# design 1

## config.mk

```make
export PLATFORM = sky130hd
export DESIGN_NAME = readback_arbiter
export DESIGN_NICKNAME = d
export VERILOG_FILES = /design/src/rtl/readback_pkg.sv /design/src/rtl/readback_frame_tx.sv /design/src/rtl/readback_arbiter.sv
export SDC_FILE = /design/constraint.sdc
export NUM_CORES = 1
export LEC_CHECK = 0
export CAP_MARGIN = 20
export CORE_MARGIN = 3
export CORE_UTILIZATION = 49
export CTS_BUF_LIST = sky130_fd_sc_hd__clkbuf_4 sky130_fd_sc_hd__clkbuf_8
export DETAILED_ROUTE_END_ITERATION = 8
export GPL_ROUTABILITY_DRIVEN = 0
export HOLD_SLACK_MARGIN = 0.02
export PLACE_DENSITY = 0.95
export SKIP_LAST_GASP = 1
export SLEW_MARGIN = 20
export SYNTH_ARGS = -nofsm -noshare
export SYNTH_HDL_FRONTEND = slang
export SYNTH_HIERARCHICAL = 1
export SYNTH_SLANG_ARGS = --single-unit
```

## constraint.sdc

```tcl
create_clock -name clk16 -period 3.6 [get_ports clk16]
set_clock_uncertainty 0.1 [all_clocks]
set_input_delay 0.36 -clock clk16 [delete_from_list [all_inputs] [get_ports clk16]]
set_output_delay 0.36 -clock clk16 [all_outputs]
set_load 0.03 [all_outputs]
```

## src/rtl/readback_pkg.sv

```systemverilog
// -----------------------------------------------------------------------------
// readback_pkg
// Shared constants and types for the backplane readback path.
//   - Opcodes placed in the frame header (status / counters / history).
//   - Two-bit byte markers carried in bytout[9:8].
//   - Fixed word counts of the status and counter blocks.
//   - Source-select codes driven on rd_sel.
//   - Frame state enumeration used by readback_frame_tx.
// -----------------------------------------------------------------------------
package readback_pkg;

    localparam logic [7:0] OP_RDSTATUS   = 8'd20;
    localparam logic [7:0] OP_RDCOUNTERS = 8'd21;
    localparam logic [7:0] OP_HISTREAD   = 8'd29;

    localparam logic [1:0] MK_NONE = 2'd0;
    localparam logic [1:0] MK_FST  = 2'd1;
    localparam logic [1:0] MK_NXT  = 2'd2;
    localparam logic [1:0] MK_LST  = 2'd3;

    localparam int STAT_WORDS = 4;
    localparam int CNT_WORDS  = 8;

    localparam logic [1:0] SEL_STATUS   = 2'd0;
    localparam logic [1:0] SEL_COUNTERS = 2'd1;
    localparam logic [1:0] SEL_HISTORY  = 2'd2;

    typedef enum logic [2:0] {
        ST_IDLE   = 3'd0,
        ST_HDR_MS = 3'd1,
        ST_HDR_LS = 3'd2,
        ST_DAT_MS = 3'd3,
        ST_DAT_LS = 3'd4,
        ST_GAP    = 3'd5
    } rb_state_t;

    // Header opcode for a given source select.
    function automatic logic [7:0] sel_opcode(input logic [1:0] sel);
        logic [7:0] op;
        case (sel)
            SEL_STATUS:   op = OP_RDSTATUS;
            SEL_COUNTERS: op = OP_RDCOUNTERS;
            SEL_HISTORY:  op = OP_HISTREAD;
            default:      op = OP_RDSTATUS;
        endcase
        return op;
    endfunction

endpackage

```

## src/rtl/readback_frame_tx.sv

```systemverilog
// -----------------------------------------------------------------------------
// readback_frame_tx
// Frame sequencer: walks IDLE -> HDR_MS -> HDR_LS -> (DAT_MS -> DAT_LS) x N
// -> GAP -> IDLE, issues source reads and formats the 10-bit return bytes.
//
// Ports
//   clk16       in   system clock, rising edge
//   reset       in   synchronous active-high reset
//   i_start     in   begin a frame (honoured only in IDLE)
//   i_sel       in   source select for the frame being started
//   i_len       in   word count for the frame being started (must be >= 1)
//   i_src_data  in   read data of the selected source, valid the cycle after rd_en
//   o_idle      out  state register is IDLE (used for arbitration)
//   o_rd_sel    out  source select, 0 while IDLE
//   o_rd_addr   out  word address of the read being issued
//   o_rd_en     out  read strobe
//   o_bytout    out  {marker[1:0], payload[7:0]}
//   o_busy      out  state is not IDLE
// -----------------------------------------------------------------------------
module readback_frame_tx
    import readback_pkg::*;
(
    input  logic        clk16,
    input  logic        reset,
    input  logic        i_start,
    input  logic [1:0]  i_sel,
    input  logic [7:0]  i_len,
    input  logic [15:0] i_src_data,
    output logic        o_idle,
    output logic [1:0]  o_rd_sel,
    output logic [7:0]  o_rd_addr,
    output logic        o_rd_en,
    output logic [9:0]  o_bytout,
    output logic        o_busy
);

    rb_state_t   r_state;
    rb_state_t   w_state_next;
    logic [1:0]  r_sel;
    logic [7:0]  r_len;
    logic [7:0]  r_idx;
    logic [15:0] r_word;

    logic        w_last;
    logic [15:0] w_word;
    logic [9:0]  w_byte;
    logic        w_rd_en;
    logic [7:0]  w_rd_addr;

    // Current word is the final one of the frame.
    assign w_last = (r_idx == (r_len - 8'd1));

    // Source data arrives during DAT_MS; it is captured there so the LS
    // byte still sees the same word while the next read is in flight.
    assign w_word = (r_state == ST_DAT_MS) ? i_src_data : r_word;

    always_ff @(posedge clk16) begin
        if (reset) begin
            r_state <= ST_IDLE;
            r_sel   <= SEL_STATUS;
            r_len   <= 8'd0;
            r_idx   <= 8'd0;
            r_word  <= 16'd0;
        end else begin
            r_state <= w_state_next;
            if ((r_state == ST_IDLE) && i_start) begin
                r_sel <= i_sel;
                r_len <= i_len;
            end
            if (r_state == ST_HDR_LS) begin
                r_idx <= 8'd0;
            end else if ((r_state == ST_DAT_LS) && !w_last) begin
                r_idx <= r_idx + 8'd1;
            end
            if (r_state == ST_DAT_MS) begin
                r_word <= i_src_data;
            end
        end
    end

    always_comb begin
        w_state_next = r_state;
        w_byte       = 10'h000;
        w_rd_en      = 1'b0;
        w_rd_addr    = 8'd0;
        case (r_state)
            ST_IDLE: begin
                if (i_start) begin
                    w_state_next = ST_HDR_MS;
                end
            end
            ST_HDR_MS: begin
                w_byte       = {MK_FST, 8'h00};
                w_state_next = ST_HDR_LS;
            end
            ST_HDR_LS: begin
                w_byte       = {MK_NONE, sel_opcode(r_sel)};
                w_rd_en      = 1'b1;
                w_rd_addr    = 8'd0;
                w_state_next = ST_DAT_MS;
            end
            ST_DAT_MS: begin
                w_byte       = {(w_last ? MK_LST : MK_NXT), w_word[15:8]};
                w_state_next = ST_DAT_LS;
            end
            ST_DAT_LS: begin
                w_byte = {MK_NONE, w_word[7:0]};
                if (w_last) begin
                    w_state_next = ST_GAP;
                end else begin
                    w_rd_en      = 1'b1;
                    w_rd_addr    = r_idx + 8'd1;
                    w_state_next = ST_DAT_MS;
                end
            end
            ST_GAP: begin
                w_state_next = ST_IDLE;
            end
            default: begin
                w_state_next = ST_IDLE;
            end
        endcase
    end

    // Outputs are forced quiet for as long as reset is held, so an abandoned
    // frame never shows a further byte once reset is seen.
    assign o_idle    = (r_state == ST_IDLE);
    assign o_busy    = !reset && (r_state != ST_IDLE);
    assign o_bytout  = reset ? 10'h000 : w_byte;
    assign o_rd_en   = !reset && w_rd_en;
    assign o_rd_addr = reset ? 8'd0 : w_rd_addr;
    assign o_rd_sel  = (reset || (r_state == ST_IDLE)) ? SEL_STATUS : r_sel;

endmodule

```

## src/rtl/readback_arbiter.sv

```systemverilog
// -----------------------------------------------------------------------------
// readback_arbiter
// Collects one-cycle read requests for the status, counter and history blocks,
// arbitrates them in fixed priority (status > counters > history) and hands
// the winner to readback_frame_tx, which streams the frame on bytout.
//
// Build option: HISTORY_READBACK_EN
//   defined   - history requester active (hist_read / hist_len / hist_data)
//   undefined - history inputs ignored, rd_sel never selects the history block
//
// Ports
//   clk16       in   16 MHz system clock, rising edge
//   reset       in   synchronous active-high reset
//   rdstatus    in   request pulse, status block
//   rdcounters  in   request pulse, counter block
//   hist_read   in   request pulse, history block
//   hist_len    in   history word count, taken when the history frame starts
//   rd_sel      out  source select: 0 status, 1 counters, 2 history
//   rd_addr     out  word address within the selected source
//   rd_en       out  read strobe; data valid next cycle
//   stat_data   in   status block read data
//   cnt_data    in   counter block read data
//   hist_data   in   history block read data
//   bytout      out  return byte {marker[1:0], payload[7:0]}
//   busy        out  frame in progress
// -----------------------------------------------------------------------------
module readback_arbiter
    import readback_pkg::*;
(
    input  logic        clk16,
    input  logic        reset,
    input  logic        rdstatus,
    input  logic        rdcounters,
    input  logic        hist_read,
    input  logic [7:0]  hist_len,
    output logic [1:0]  rd_sel,
    output logic [7:0]  rd_addr,
    output logic        rd_en,
    input  logic [15:0] stat_data,
    input  logic [15:0] cnt_data,
    input  logic [15:0] hist_data,
    output logic [9:0]  bytout,
    output logic        busy
);

    localparam int NSRC = 3;

    logic [NSRC-1:0] r_pend;
    logic [NSRC-1:0] w_pend_next;
    logic [NSRC-1:0] w_req;
    logic [NSRC-1:0] w_clr;

    logic            w_tx_idle;
    logic            w_start;
    logic [1:0]      w_sel;
    logic [7:0]      w_len;
    logic [15:0]     w_src_data;
    logic [1:0]      w_rd_sel;

    assign w_req[0] = rdstatus;
    assign w_req[1] = rdcounters;
`ifdef HISTORY_READBACK_EN
    assign w_req[2] = hist_read;
`else
    assign w_req[2] = 1'b0;
    logic w_unused_hist;
    assign w_unused_hist = ^{hist_read, hist_len, hist_data};
`endif

    // A pulse that lands on the grant edge of its own source wins over the
    // clear, so it is kept as a further frame rather than lost.
    generate
        for (genvar gi = 0; gi < NSRC; gi++) begin : g_pend
            assign w_pend_next[gi] = (r_pend[gi] & ~w_clr[gi]) | w_req[gi];
        end
    endgenerate

    always_ff @(posedge clk16) begin
        if (reset) begin
            r_pend <= '0;
        end else begin
            r_pend <= w_pend_next;
        end
    end

    // Fixed-priority grant, evaluated only while the sequencer sits in IDLE.
    always_comb begin
        w_start = 1'b0;
        w_sel   = SEL_STATUS;
        w_len   = 8'd0;
        w_clr   = '0;
        if (w_tx_idle) begin
            if (r_pend[0]) begin
                w_start  = 1'b1;
                w_sel    = SEL_STATUS;
                w_len    = 8'(STAT_WORDS);
                w_clr[0] = 1'b1;
            end else if (r_pend[1]) begin
                w_start  = 1'b1;
                w_sel    = SEL_COUNTERS;
                w_len    = 8'(CNT_WORDS);
                w_clr[1] = 1'b1;
`ifdef HISTORY_READBACK_EN
            end else if (r_pend[2]) begin
                // An empty history is consumed without sending a frame.
                w_clr[2] = 1'b1;
                if (hist_len != 8'd0) begin
                    w_start = 1'b1;
                    w_sel   = SEL_HISTORY;
                    w_len   = hist_len;
                end
`endif
            end
        end
    end

    // Return-data mux follows the select the sequencer is driving.
    always_comb begin
        w_src_data = stat_data;
        case (w_rd_sel)
            SEL_COUNTERS: w_src_data = cnt_data;
`ifdef HISTORY_READBACK_EN
            SEL_HISTORY:  w_src_data = hist_data;
`endif
            default:      w_src_data = stat_data;
        endcase
    end

    readback_frame_tx u_frame_tx (
        .clk16      (clk16),
        .reset      (reset),
        .i_start    (w_start),
        .i_sel      (w_sel),
        .i_len      (w_len),
        .i_src_data (w_src_data),
        .o_idle     (w_tx_idle),
        .o_rd_sel   (w_rd_sel),
        .o_rd_addr  (rd_addr),
        .o_rd_en    (rd_en),
        .o_bytout   (bytout),
        .o_busy     (busy)
    );

    assign rd_sel = w_rd_sel;

endmodule

```

# design 2

[src/rtl/lcd_pkg.sv]
// ---------------------------------------------------------------------------
// lcd_pkg
// Shared definitions for the HD44780 write engine:
//   - FSM state encoding
//   - HD44780 command bytes used by the power-on initialisation
//   - initialisation sequence length and index width
//   - bit positions inside the {RS, RW} control field
//   - helpers for execution-wait selection and counter sizing
// ---------------------------------------------------------------------------
package lcd_pkg;

  typedef enum logic [2:0] {
    ST_POWERON = 3'd0,
    ST_IDLE    = 3'd1,
    ST_SETUP   = 3'd2,
    ST_PULSE   = 3'd3,
    ST_HOLD    = 3'd4,
    ST_WAIT    = 3'd5
  } lcd_state_t;

  localparam logic [7:0] CMD_FUNCTION_SET_8BIT = 8'h38;
  localparam logic [7:0] CMD_DISPLAY_ON        = 8'h0C;
  localparam logic [7:0] CMD_ENTRY_MODE        = 8'h06;
  localparam logic [7:0] CMD_CLEAR             = 8'h01;

  localparam int INIT_LEN   = 4;
  localparam int INIT_IDX_W = 2;

  // lcd_ctrl = {RS, RW}
  localparam int CTRL_RS_BIT = 1;
  localparam int CTRL_RW_BIT = 0;

  // Clear (0x01) and return-home (0x02/0x03) are the slow instructions;
  // everything else, including any data byte, uses the normal wait.
  function automatic logic is_long_cmd(input logic rs, input logic [7:0] data);
    return (rs == 1'b0) && (data[7:2] == 6'd0) && (data != 8'd0);
  endfunction

  function automatic int max_int(input int a, input int b);
    return (a > b) ? a : b;
  endfunction

endpackage

[src/rtl/lcd_init_rom.sv]
// ---------------------------------------------------------------------------
// lcd_init_rom
// Combinational lookup of the power-on initialisation byte sequence.
// Ports:
//   idx  in  2 : position in the init sequence (0..INIT_LEN-1)
//   data out 8 : command byte to issue at that position (RS=0)
// ---------------------------------------------------------------------------
module lcd_init_rom
  import lcd_pkg::*;
(
  input  logic [INIT_IDX_W-1:0] idx,
  output logic [7:0]            data
);

  always_comb begin
    data = CMD_CLEAR;
    case (idx)
      2'd0:    data = CMD_FUNCTION_SET_8BIT;
      2'd1:    data = CMD_DISPLAY_ON;
      2'd2:    data = CMD_ENTRY_MODE;
      default: data = CMD_CLEAR;
    endcase
  end

endmodule

[src/rtl/lcd_hd44780_driver.sv]
// ---------------------------------------------------------------------------
// lcd_hd44780_driver
// Timed write engine for an HD44780-compatible character LCD. Accepts one
// command/data byte per valid/ready handshake and generates the setup,
// enable pulse, hold and execution-wait intervals on the LCD bus. Optionally
// runs the power-on initialisation sequence by itself after reset.
// Ports:
//   clk        in   1 : clock, rising edge
//   rst        in   1 : asynchronous active-high reset
//   req_valid  in   1 : request present
//   req_ready  out  1 : request can be accepted this cycle
//   req_rs     in   1 : 0 = command, 1 = character data
//   req_data   in   8 : byte to write
//   busy       out  1 : engine not idle
//   init_done  out  1 : sticky, initialisation finished
//   lcd_data   out  8 : LCD D7..D0
//   lcd_ctrl   out  2 : {RS, RW}, RW always 0
//   lcd_enable out  1 : LCD E strobe (registered)
// ---------------------------------------------------------------------------
module lcd_hd44780_driver
  import lcd_pkg::*;
#(
  parameter int SETUP_CYCLES      = 2,
  parameter int PULSE_CYCLES      = 12,
  parameter int HOLD_CYCLES       = 2,
  parameter int CMD_WAIT_CYCLES   = 1000,
  parameter int CLEAR_WAIT_CYCLES = 41000,
  parameter int POWERON_CYCLES    = 375000,
  parameter int INIT_ENABLE       = 1
) (
  input  logic       clk,
  input  logic       rst,
  input  logic       req_valid,
  output logic       req_ready,
  input  logic       req_rs,
  input  logic [7:0] req_data,
  output logic       busy,
  output logic       init_done,
  output logic [7:0] lcd_data,
  output logic [1:0] lcd_ctrl,
  output logic       lcd_enable
);

  localparam int MAX_CYC = max_int(max_int(max_int(SETUP_CYCLES, PULSE_CYCLES),
                                           max_int(HOLD_CYCLES, CMD_WAIT_CYCLES)),
                                   max_int(CLEAR_WAIT_CYCLES, POWERON_CYCLES));
  localparam int CNT_W = $clog2(MAX_CYC) + 1;

  localparam logic [CNT_W-1:0] CNT_ONE = CNT_W'(1);

  lcd_state_t            state_q, state_d;
  logic [CNT_W-1:0]      cnt_q, cnt_d;
  logic [INIT_IDX_W-1:0] idx_q, idx_d;
  logic                  init_done_q, init_done_d;
  logic                  long_wait_q, long_wait_d;
  logic [7:0]            data_q, data_d;
  logic                  rs_q, rs_d;
  logic                  enable_q, enable_d;

  logic [INIT_IDX_W-1:0] rom_idx;
  logic [7:0]            rom_data;
  logic                  launch_init;
  logic                  cnt_last;

  // Look ahead to the next init byte while leaving WAIT so the ROM output
  // is ready to be latched on the same edge that re-enters SETUP.
  assign rom_idx = (state_q == ST_WAIT) ? (idx_q + 2'd1) : idx_q;

  lcd_init_rom u_init_rom (
    .idx  (rom_idx),
    .data (rom_data)
  );

  assign cnt_last = (cnt_q == CNT_ONE);

  always_comb begin
    state_d     = state_q;
    cnt_d       = cnt_q;
    idx_d       = idx_q;
    init_done_d = init_done_q;
    long_wait_d = long_wait_q;
    data_d      = data_q;
    rs_d        = rs_q;
    launch_init = 1'b0;

    case (state_q)
      ST_POWERON: begin
        // The counter leaves reset at 0, so the first POWERON cycle loads
        // the remaining count; that cycle itself counts as the first one.
        if (cnt_q == '0) begin
          if (POWERON_CYCLES == 1) begin
            launch_init = 1'b1;
          end else begin
            cnt_d = CNT_W'(POWERON_CYCLES - 1);
          end
        end else if (cnt_last) begin
          launch_init = 1'b1;
        end else begin
          cnt_d = cnt_q - CNT_ONE;
        end
      end

      ST_IDLE: begin
        if (INIT_ENABLE == 0) begin
          init_done_d = 1'b1;
        end
        if (req_valid && init_done_q) begin
          data_d      = req_data;
          rs_d        = req_rs;
          long_wait_d = is_long_cmd(req_rs, req_data);
          state_d     = ST_SETUP;
          cnt_d       = CNT_W'(SETUP_CYCLES);
        end
      end

      ST_SETUP: begin
        if (cnt_last) begin
          state_d = ST_PULSE;
          cnt_d   = CNT_W'(PULSE_CYCLES);
        end else begin
          cnt_d = cnt_q - CNT_ONE;
        end
      end

      ST_PULSE: begin
        if (cnt_last) begin
          state_d = ST_HOLD;
          cnt_d   = CNT_W'(HOLD_CYCLES);
        end else begin
          cnt_d = cnt_q - CNT_ONE;
        end
      end

      ST_HOLD: begin
        if (cnt_last) begin
          state_d = ST_WAIT;
          cnt_d   = long_wait_q ? CNT_W'(CLEAR_WAIT_CYCLES) : CNT_W'(CMD_WAIT_CYCLES);
        end else begin
          cnt_d = cnt_q - CNT_ONE;
        end
      end

      ST_WAIT: begin
        if (cnt_last) begin
          cnt_d = '0;
          if (init_done_q) begin
            state_d = ST_IDLE;
          end else if (idx_q == INIT_IDX_W'(INIT_LEN - 1)) begin
            init_done_d = 1'b1;
            state_d     = ST_IDLE;
          end else begin
            idx_d       = idx_q + 2'd1;
            launch_init = 1'b1;
          end
        end else begin
          cnt_d = cnt_q - CNT_ONE;
        end
      end

      default: begin
        state_d = ST_IDLE;
        cnt_d   = '0;
      end
    endcase

    if (launch_init) begin
      data_d      = rom_data;
      rs_d        = 1'b0;
      long_wait_d = is_long_cmd(1'b0, rom_data);
      state_d     = ST_SETUP;
      cnt_d       = CNT_W'(SETUP_CYCLES);
    end
  end

  // E is registered from the next state so it is a clean flop output that
  // is high exactly for the PULSE cycles.
  assign enable_d = (state_d == ST_PULSE);

  always_ff @(posedge clk or posedge rst) begin
    if (rst) begin
      state_q     <= (INIT_ENABLE != 0) ? ST_POWERON : ST_IDLE;
      cnt_q       <= '0;
      idx_q       <= '0;
      init_done_q <= 1'b0;
      long_wait_q <= 1'b0;
      data_q      <= 8'd0;
      rs_q        <= 1'b0;
      enable_q    <= 1'b0;
    end else begin
      state_q     <= state_d;
      cnt_q       <= cnt_d;
      idx_q       <= idx_d;
      init_done_q <= init_done_d;
      long_wait_q <= long_wait_d;
      data_q      <= data_d;
      rs_q        <= rs_d;
      enable_q    <= enable_d;
    end
  end

  assign req_ready  = (state_q == ST_IDLE) && init_done_q;
  // Reset parks the FSM in POWERON; keep busy low until reset is released.
  assign busy       = (state_q != ST_IDLE) && !rst;
  assign init_done  = init_done_q;
  assign lcd_data   = data_q;
  assign lcd_enable = enable_q;

  always_comb begin
    lcd_ctrl              = 2'b00;
    lcd_ctrl[CTRL_RS_BIT] = rs_q;
    lcd_ctrl[CTRL_RW_BIT] = 1'b0;
  end

endmodule
[config.mk]
export PLATFORM = sky130hd
export DESIGN_NAME = lcd_hd44780_driver
export DESIGN_NICKNAME = d
export VERILOG_FILES = /design/src/rtl/lcd_pkg.sv /design/src/rtl/lcd_init_rom.sv /design/src/rtl/lcd_hd44780_driver.sv
export SDC_FILE = /design/constraint.sdc
export NUM_CORES = 1
export LEC_CHECK = 0
export CORE_MARGIN = 8
export CORE_UTILIZATION = 56
export CTS_CLUSTER_SIZE = 8
export DETAILED_ROUTE_END_ITERATION = 8
export PLACE_DENSITY = 0.83
export SETUP_SLACK_MARGIN = 0.2
export SLEW_MARGIN = 5
export SYNTH_ARGS = -nofsm -noshare
export SYNTH_HDL_FRONTEND = slang
export SYNTH_SLANG_ARGS = --single-unit
[constraint.sdc]
create_clock -name clk -period 3.2 [get_ports clk]
set_input_delay 0.8 -clock clk [delete_from_list [all_inputs] [get_ports clk]]
set_output_delay 0.8 -clock clk [all_outputs]
set_load 0.02 [all_outputs]
==> design_2/metal_stack.png <==
The bar under the picture is 20 um long.
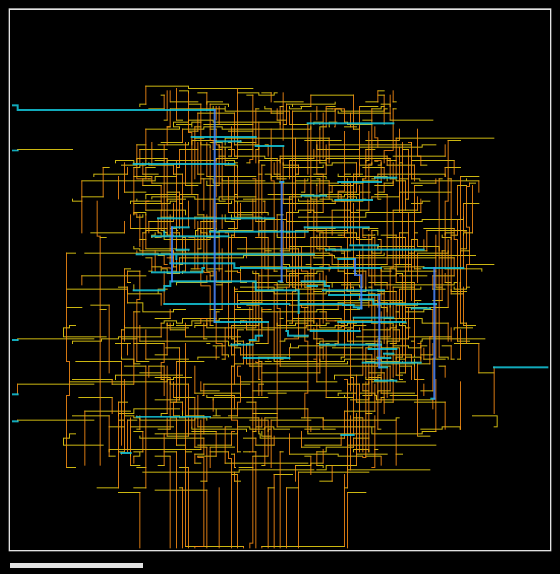
| color | layer | wire length |
|---|---|---|
| cyan | met3 | 451 um |
| blue | met4 | 94.1 um |
| orange | met2 | 2800 um |
| yellow | met1 | 2740 um |
WL/cell: 17.7 um
GRT Util Overall: 19.3%
Total Wirelength: 6.09 mm
vias: 2255

==> design_2/cell_classes.png <==
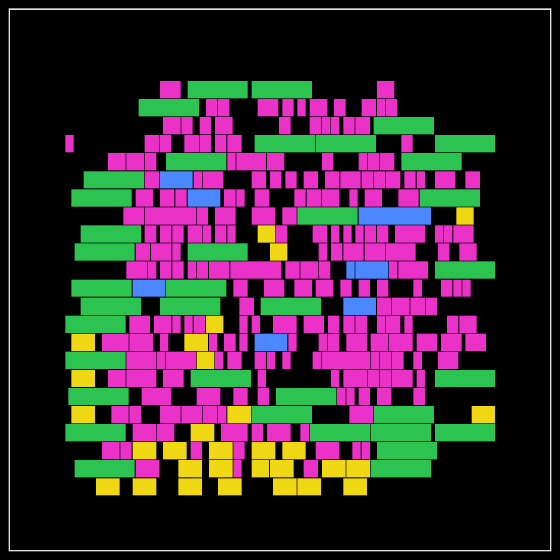
| color | class | cells |
|---|---|---|
| magenta | all other logic | 220 |
| yellow | other buffers and delay cells | 30 |
| green | flip-flops | 37 |
| blue | clock drivers and dummy loads | 8 |
final core utilization: 68.7%
Core Rows: 23
Layout Cell Area excl Fill: 2790 um^2

==> impl_metrics.yaml, design 2 <==
# synthesis and place-and-route metrics
status:
  status: "finished, final reports clean"
run:
  drv_cap: 0
final_layout:
  buffers_excl_clock: 30
  comb_area_share_pct: 48.3
  drive_gt1_share_pct: 7.12
  largestClassByArea: "combinational gates"
logic_synthesis:
  synth_flops: 37
  synth_seq_share_pct: 38.7
  synthTopCellsByCount: "37 x dfrtp_1, 23 x o21ai_0, 21 x a21oi_1, 21 x nand2_1, 18 x nor2_1"
  netlist.area_leader.share_pct: 38.7
detailed_routing:
  dr_wl_met3_um: 451
clock_network:
  clk_latency_ps: 290
  cts_hold_buf: 0
sta:
  tns_ps: 0
  min_period_ps: 2880
floorplan:
  fp.dieH_um: 81.3
==> design 2: through the flow <==
stage / total power (W) / utilization, % / area, um^2 / std cells / hold WS [ps]
finish: 0.000916 / 68.7 / 2790 / 345 / 493
CTS: 0.000922 / 68.7 / 2790 / 345 / 494
floorplan: 0.000487 / - / 2390 / 270 / 452
detailed placement: 0.000507 / 65.9 / 2670 / 337 / 474
global placement: 0.000507 / 65.9 / 2670 / 337 / 471
global route: 0.000944 / 68.7 / 2790 / 345 / 511
==> design 2: report_power, final <==
group          internal (W)  switching (W)
Combinational     0.0000145      0.0000156
Clock              0.000254       0.000165
Sequential         0.000467              0
Total              0.000736       0.000181
==> design 2: worst min path at each step <==
stage | from | slack, ps | end
2_1_floorplan | cnt_q[19] | 450 | cnt_q[19]
3_3_place_gp | cnt_q[9] | 470 | cnt_q[9]
3_5_place_dp | lcd_data[1] | 470 | lcd_data[1]
4_1_cts | lcd_data[1] | 490 | lcd_data[1]
5_1_grt | lcd_data[1] | 510 | lcd_data[1]
6_report | lcd_data[2] | 490 | lcd_data[2]
==> design 2: worst max-delay path, cell delays in order (launching register included) <==
cell,delay [ps]
dfrtp_1,530
nor2_1,420
and3_1,220
clkdlybuf4s50_1,620
==> design_1/pdn.png <==
Pins as bars on the die edge. Tap cells in gray.
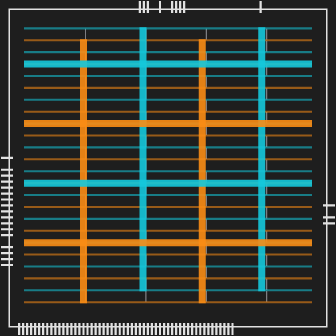
| color | net |
|---|---|
| orange | VSS |
| cyan | VDD |
met5 straps: 4
signal pins: 83
met4 straps: 4
core outline area: 4120 um^2
worst vdd ir: 0.352 mV

==> impl_metrics.yaml, design 1 <==
# synthesis and place-and-route metrics
status:
  status: "finished, final reports clean"
worst_setup_path:
  r2r_start: "u_frame_tx/r_len[0]"
  cp_max_fo: 14
  cp_slowest_cell: "clkdlybuf4s50_1"
  cp_top_family: "simple AND/OR/NAND/NOR gates"
  r2r_end: "u_frame_tx/r_state[2]"
  crit_type: "reg2out"
global_routing:
  met3_usage_pct: 4.43
  grt_max_degree: 24
clock_network:
  clk_latency_ps: 290
  clk_path_buf_depth: 2
  cts-root-buf: "clkbuf_8"
place:
  dp_hpwl_mm: 4.31
pwr:
  p_total_w: 0.00143
  top_power_group: "combinational cells"
  seq_cell_power_w: 0.000464
  powerComb_w: 0.000609
  power.density_nw_per_um2: 501
logic_synthesis:
  netlist.area_leader.share_pct: 28.9
  synth_seq_share_pct: 28.9
  syn_avg_cell_area_um2: 7.53
  largest_area_cell: "dfxtp_1"
  top_cells_by_area: "dfxtp_1 29%, nand2_1 12%, a21oi_1 7.9%, mux2_4 7.0%, xnor2_1 4.9%"
  synthArstFlopShare_pct: 0
  netlist_instances: 285
  yosys_cells: 285
detailed_routing:
  top_layer_used: "met4"
  wl_mm: 5.77
  ant_nets: 0
  firstDrtPassIters: 4
  dr_total_vias: 2183
  viasPerCell: 5.57
sta:
  setup_ws_ps: 235
  hold_violations: 0
min_path:
  hold_class: "reg2reg"
  hp-start: "u_frame_tx/r_word[4]"
final_layout:
  drive_gt1_share_pct: 13.2
  top_regs: "u_frame_tx/r_idx (8), u_frame_tx/r_len (8), u_frame_tx/r_word (8)"
  nNetsFinal: 405
==> design 1: cells by family after synthesis <==
family | share of synthesized area (%)
AOI/OAI and AO/OA | 15.3
xor gates and xnor gates | 6.12
adders and majority gates | 1.75
buffers and inverters | 6.70
DFF | 28.9
muxes | 11.1
other | 0.175
and+or+nand+nor | 30.0
==> design 1: layout make-up <==
class                      count  area [um^2]  share of cell area, %
multi-input combinational    232         1410                   49.2
timing repair buffer          65          631                   22.0
sequential                    31          621                   21.7
clock buffer                   6         82.6                   2.88
tap                           50         62.6                   2.18
clock inverter                 2         35.0                   1.22
inverter                       6         22.5                  0.786
==> design 1: what timing repair did <==
action	4_1_cts	5_1_grt
endpoints found under the hold margin	0	0
endpoints found under the setup margin	0	1
buffers inserted	0	0
gates resized	0	1
==> design 1: stage by stage <==
step                      utilization [%]  hold WS [ps]  std cells  instance area, um^2
after floorplan                         -           329        291                 2170
after global placement               66.6           344        384                 2740
after detailed placement             66.6           349        384                 2740
after CTS                            69.5           359        392                 2860
after global routing                 69.6           373        392                 2860
final                                69.6           358        392                 2860

==> screenshots <==
Routed clock nets over the placement.
The bar under the picture is 20 um long.
picture 1
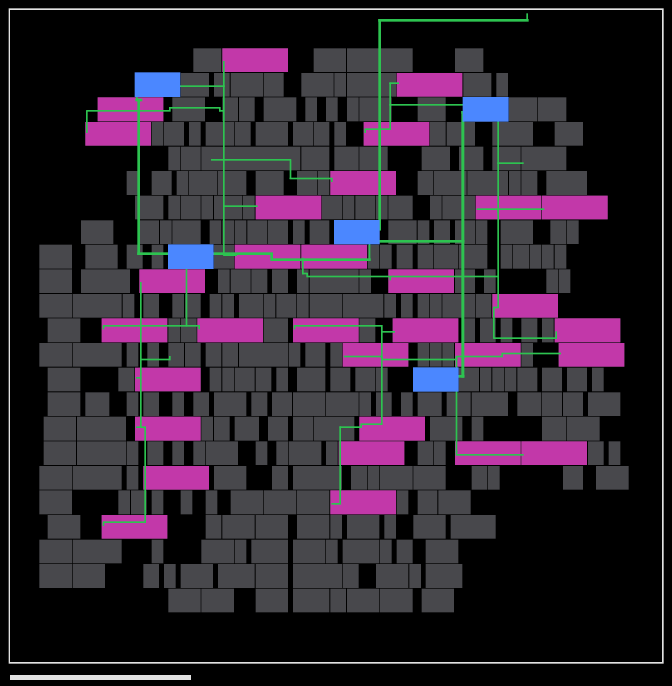
picture 2
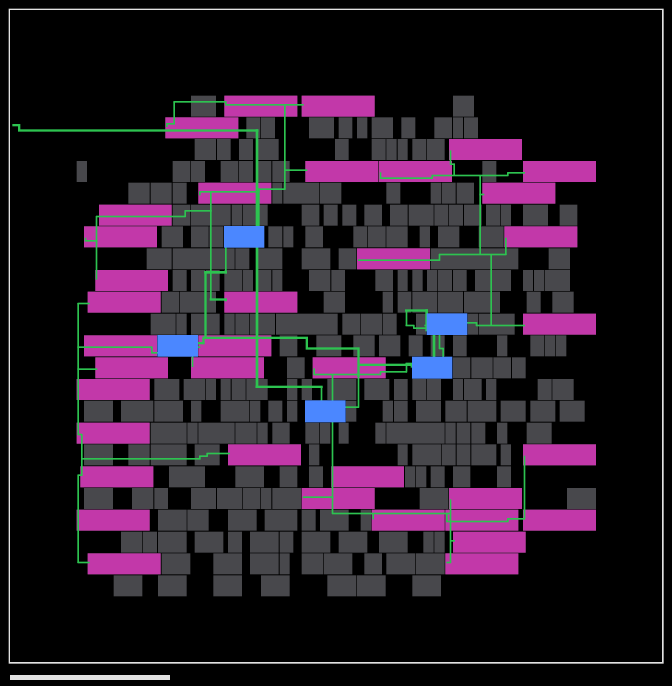
Picture 2 is design 2.
Picture 1 is design 1.
The one with the largest die is picture 2.


Power is estimated from default activity; no workload was simulated.
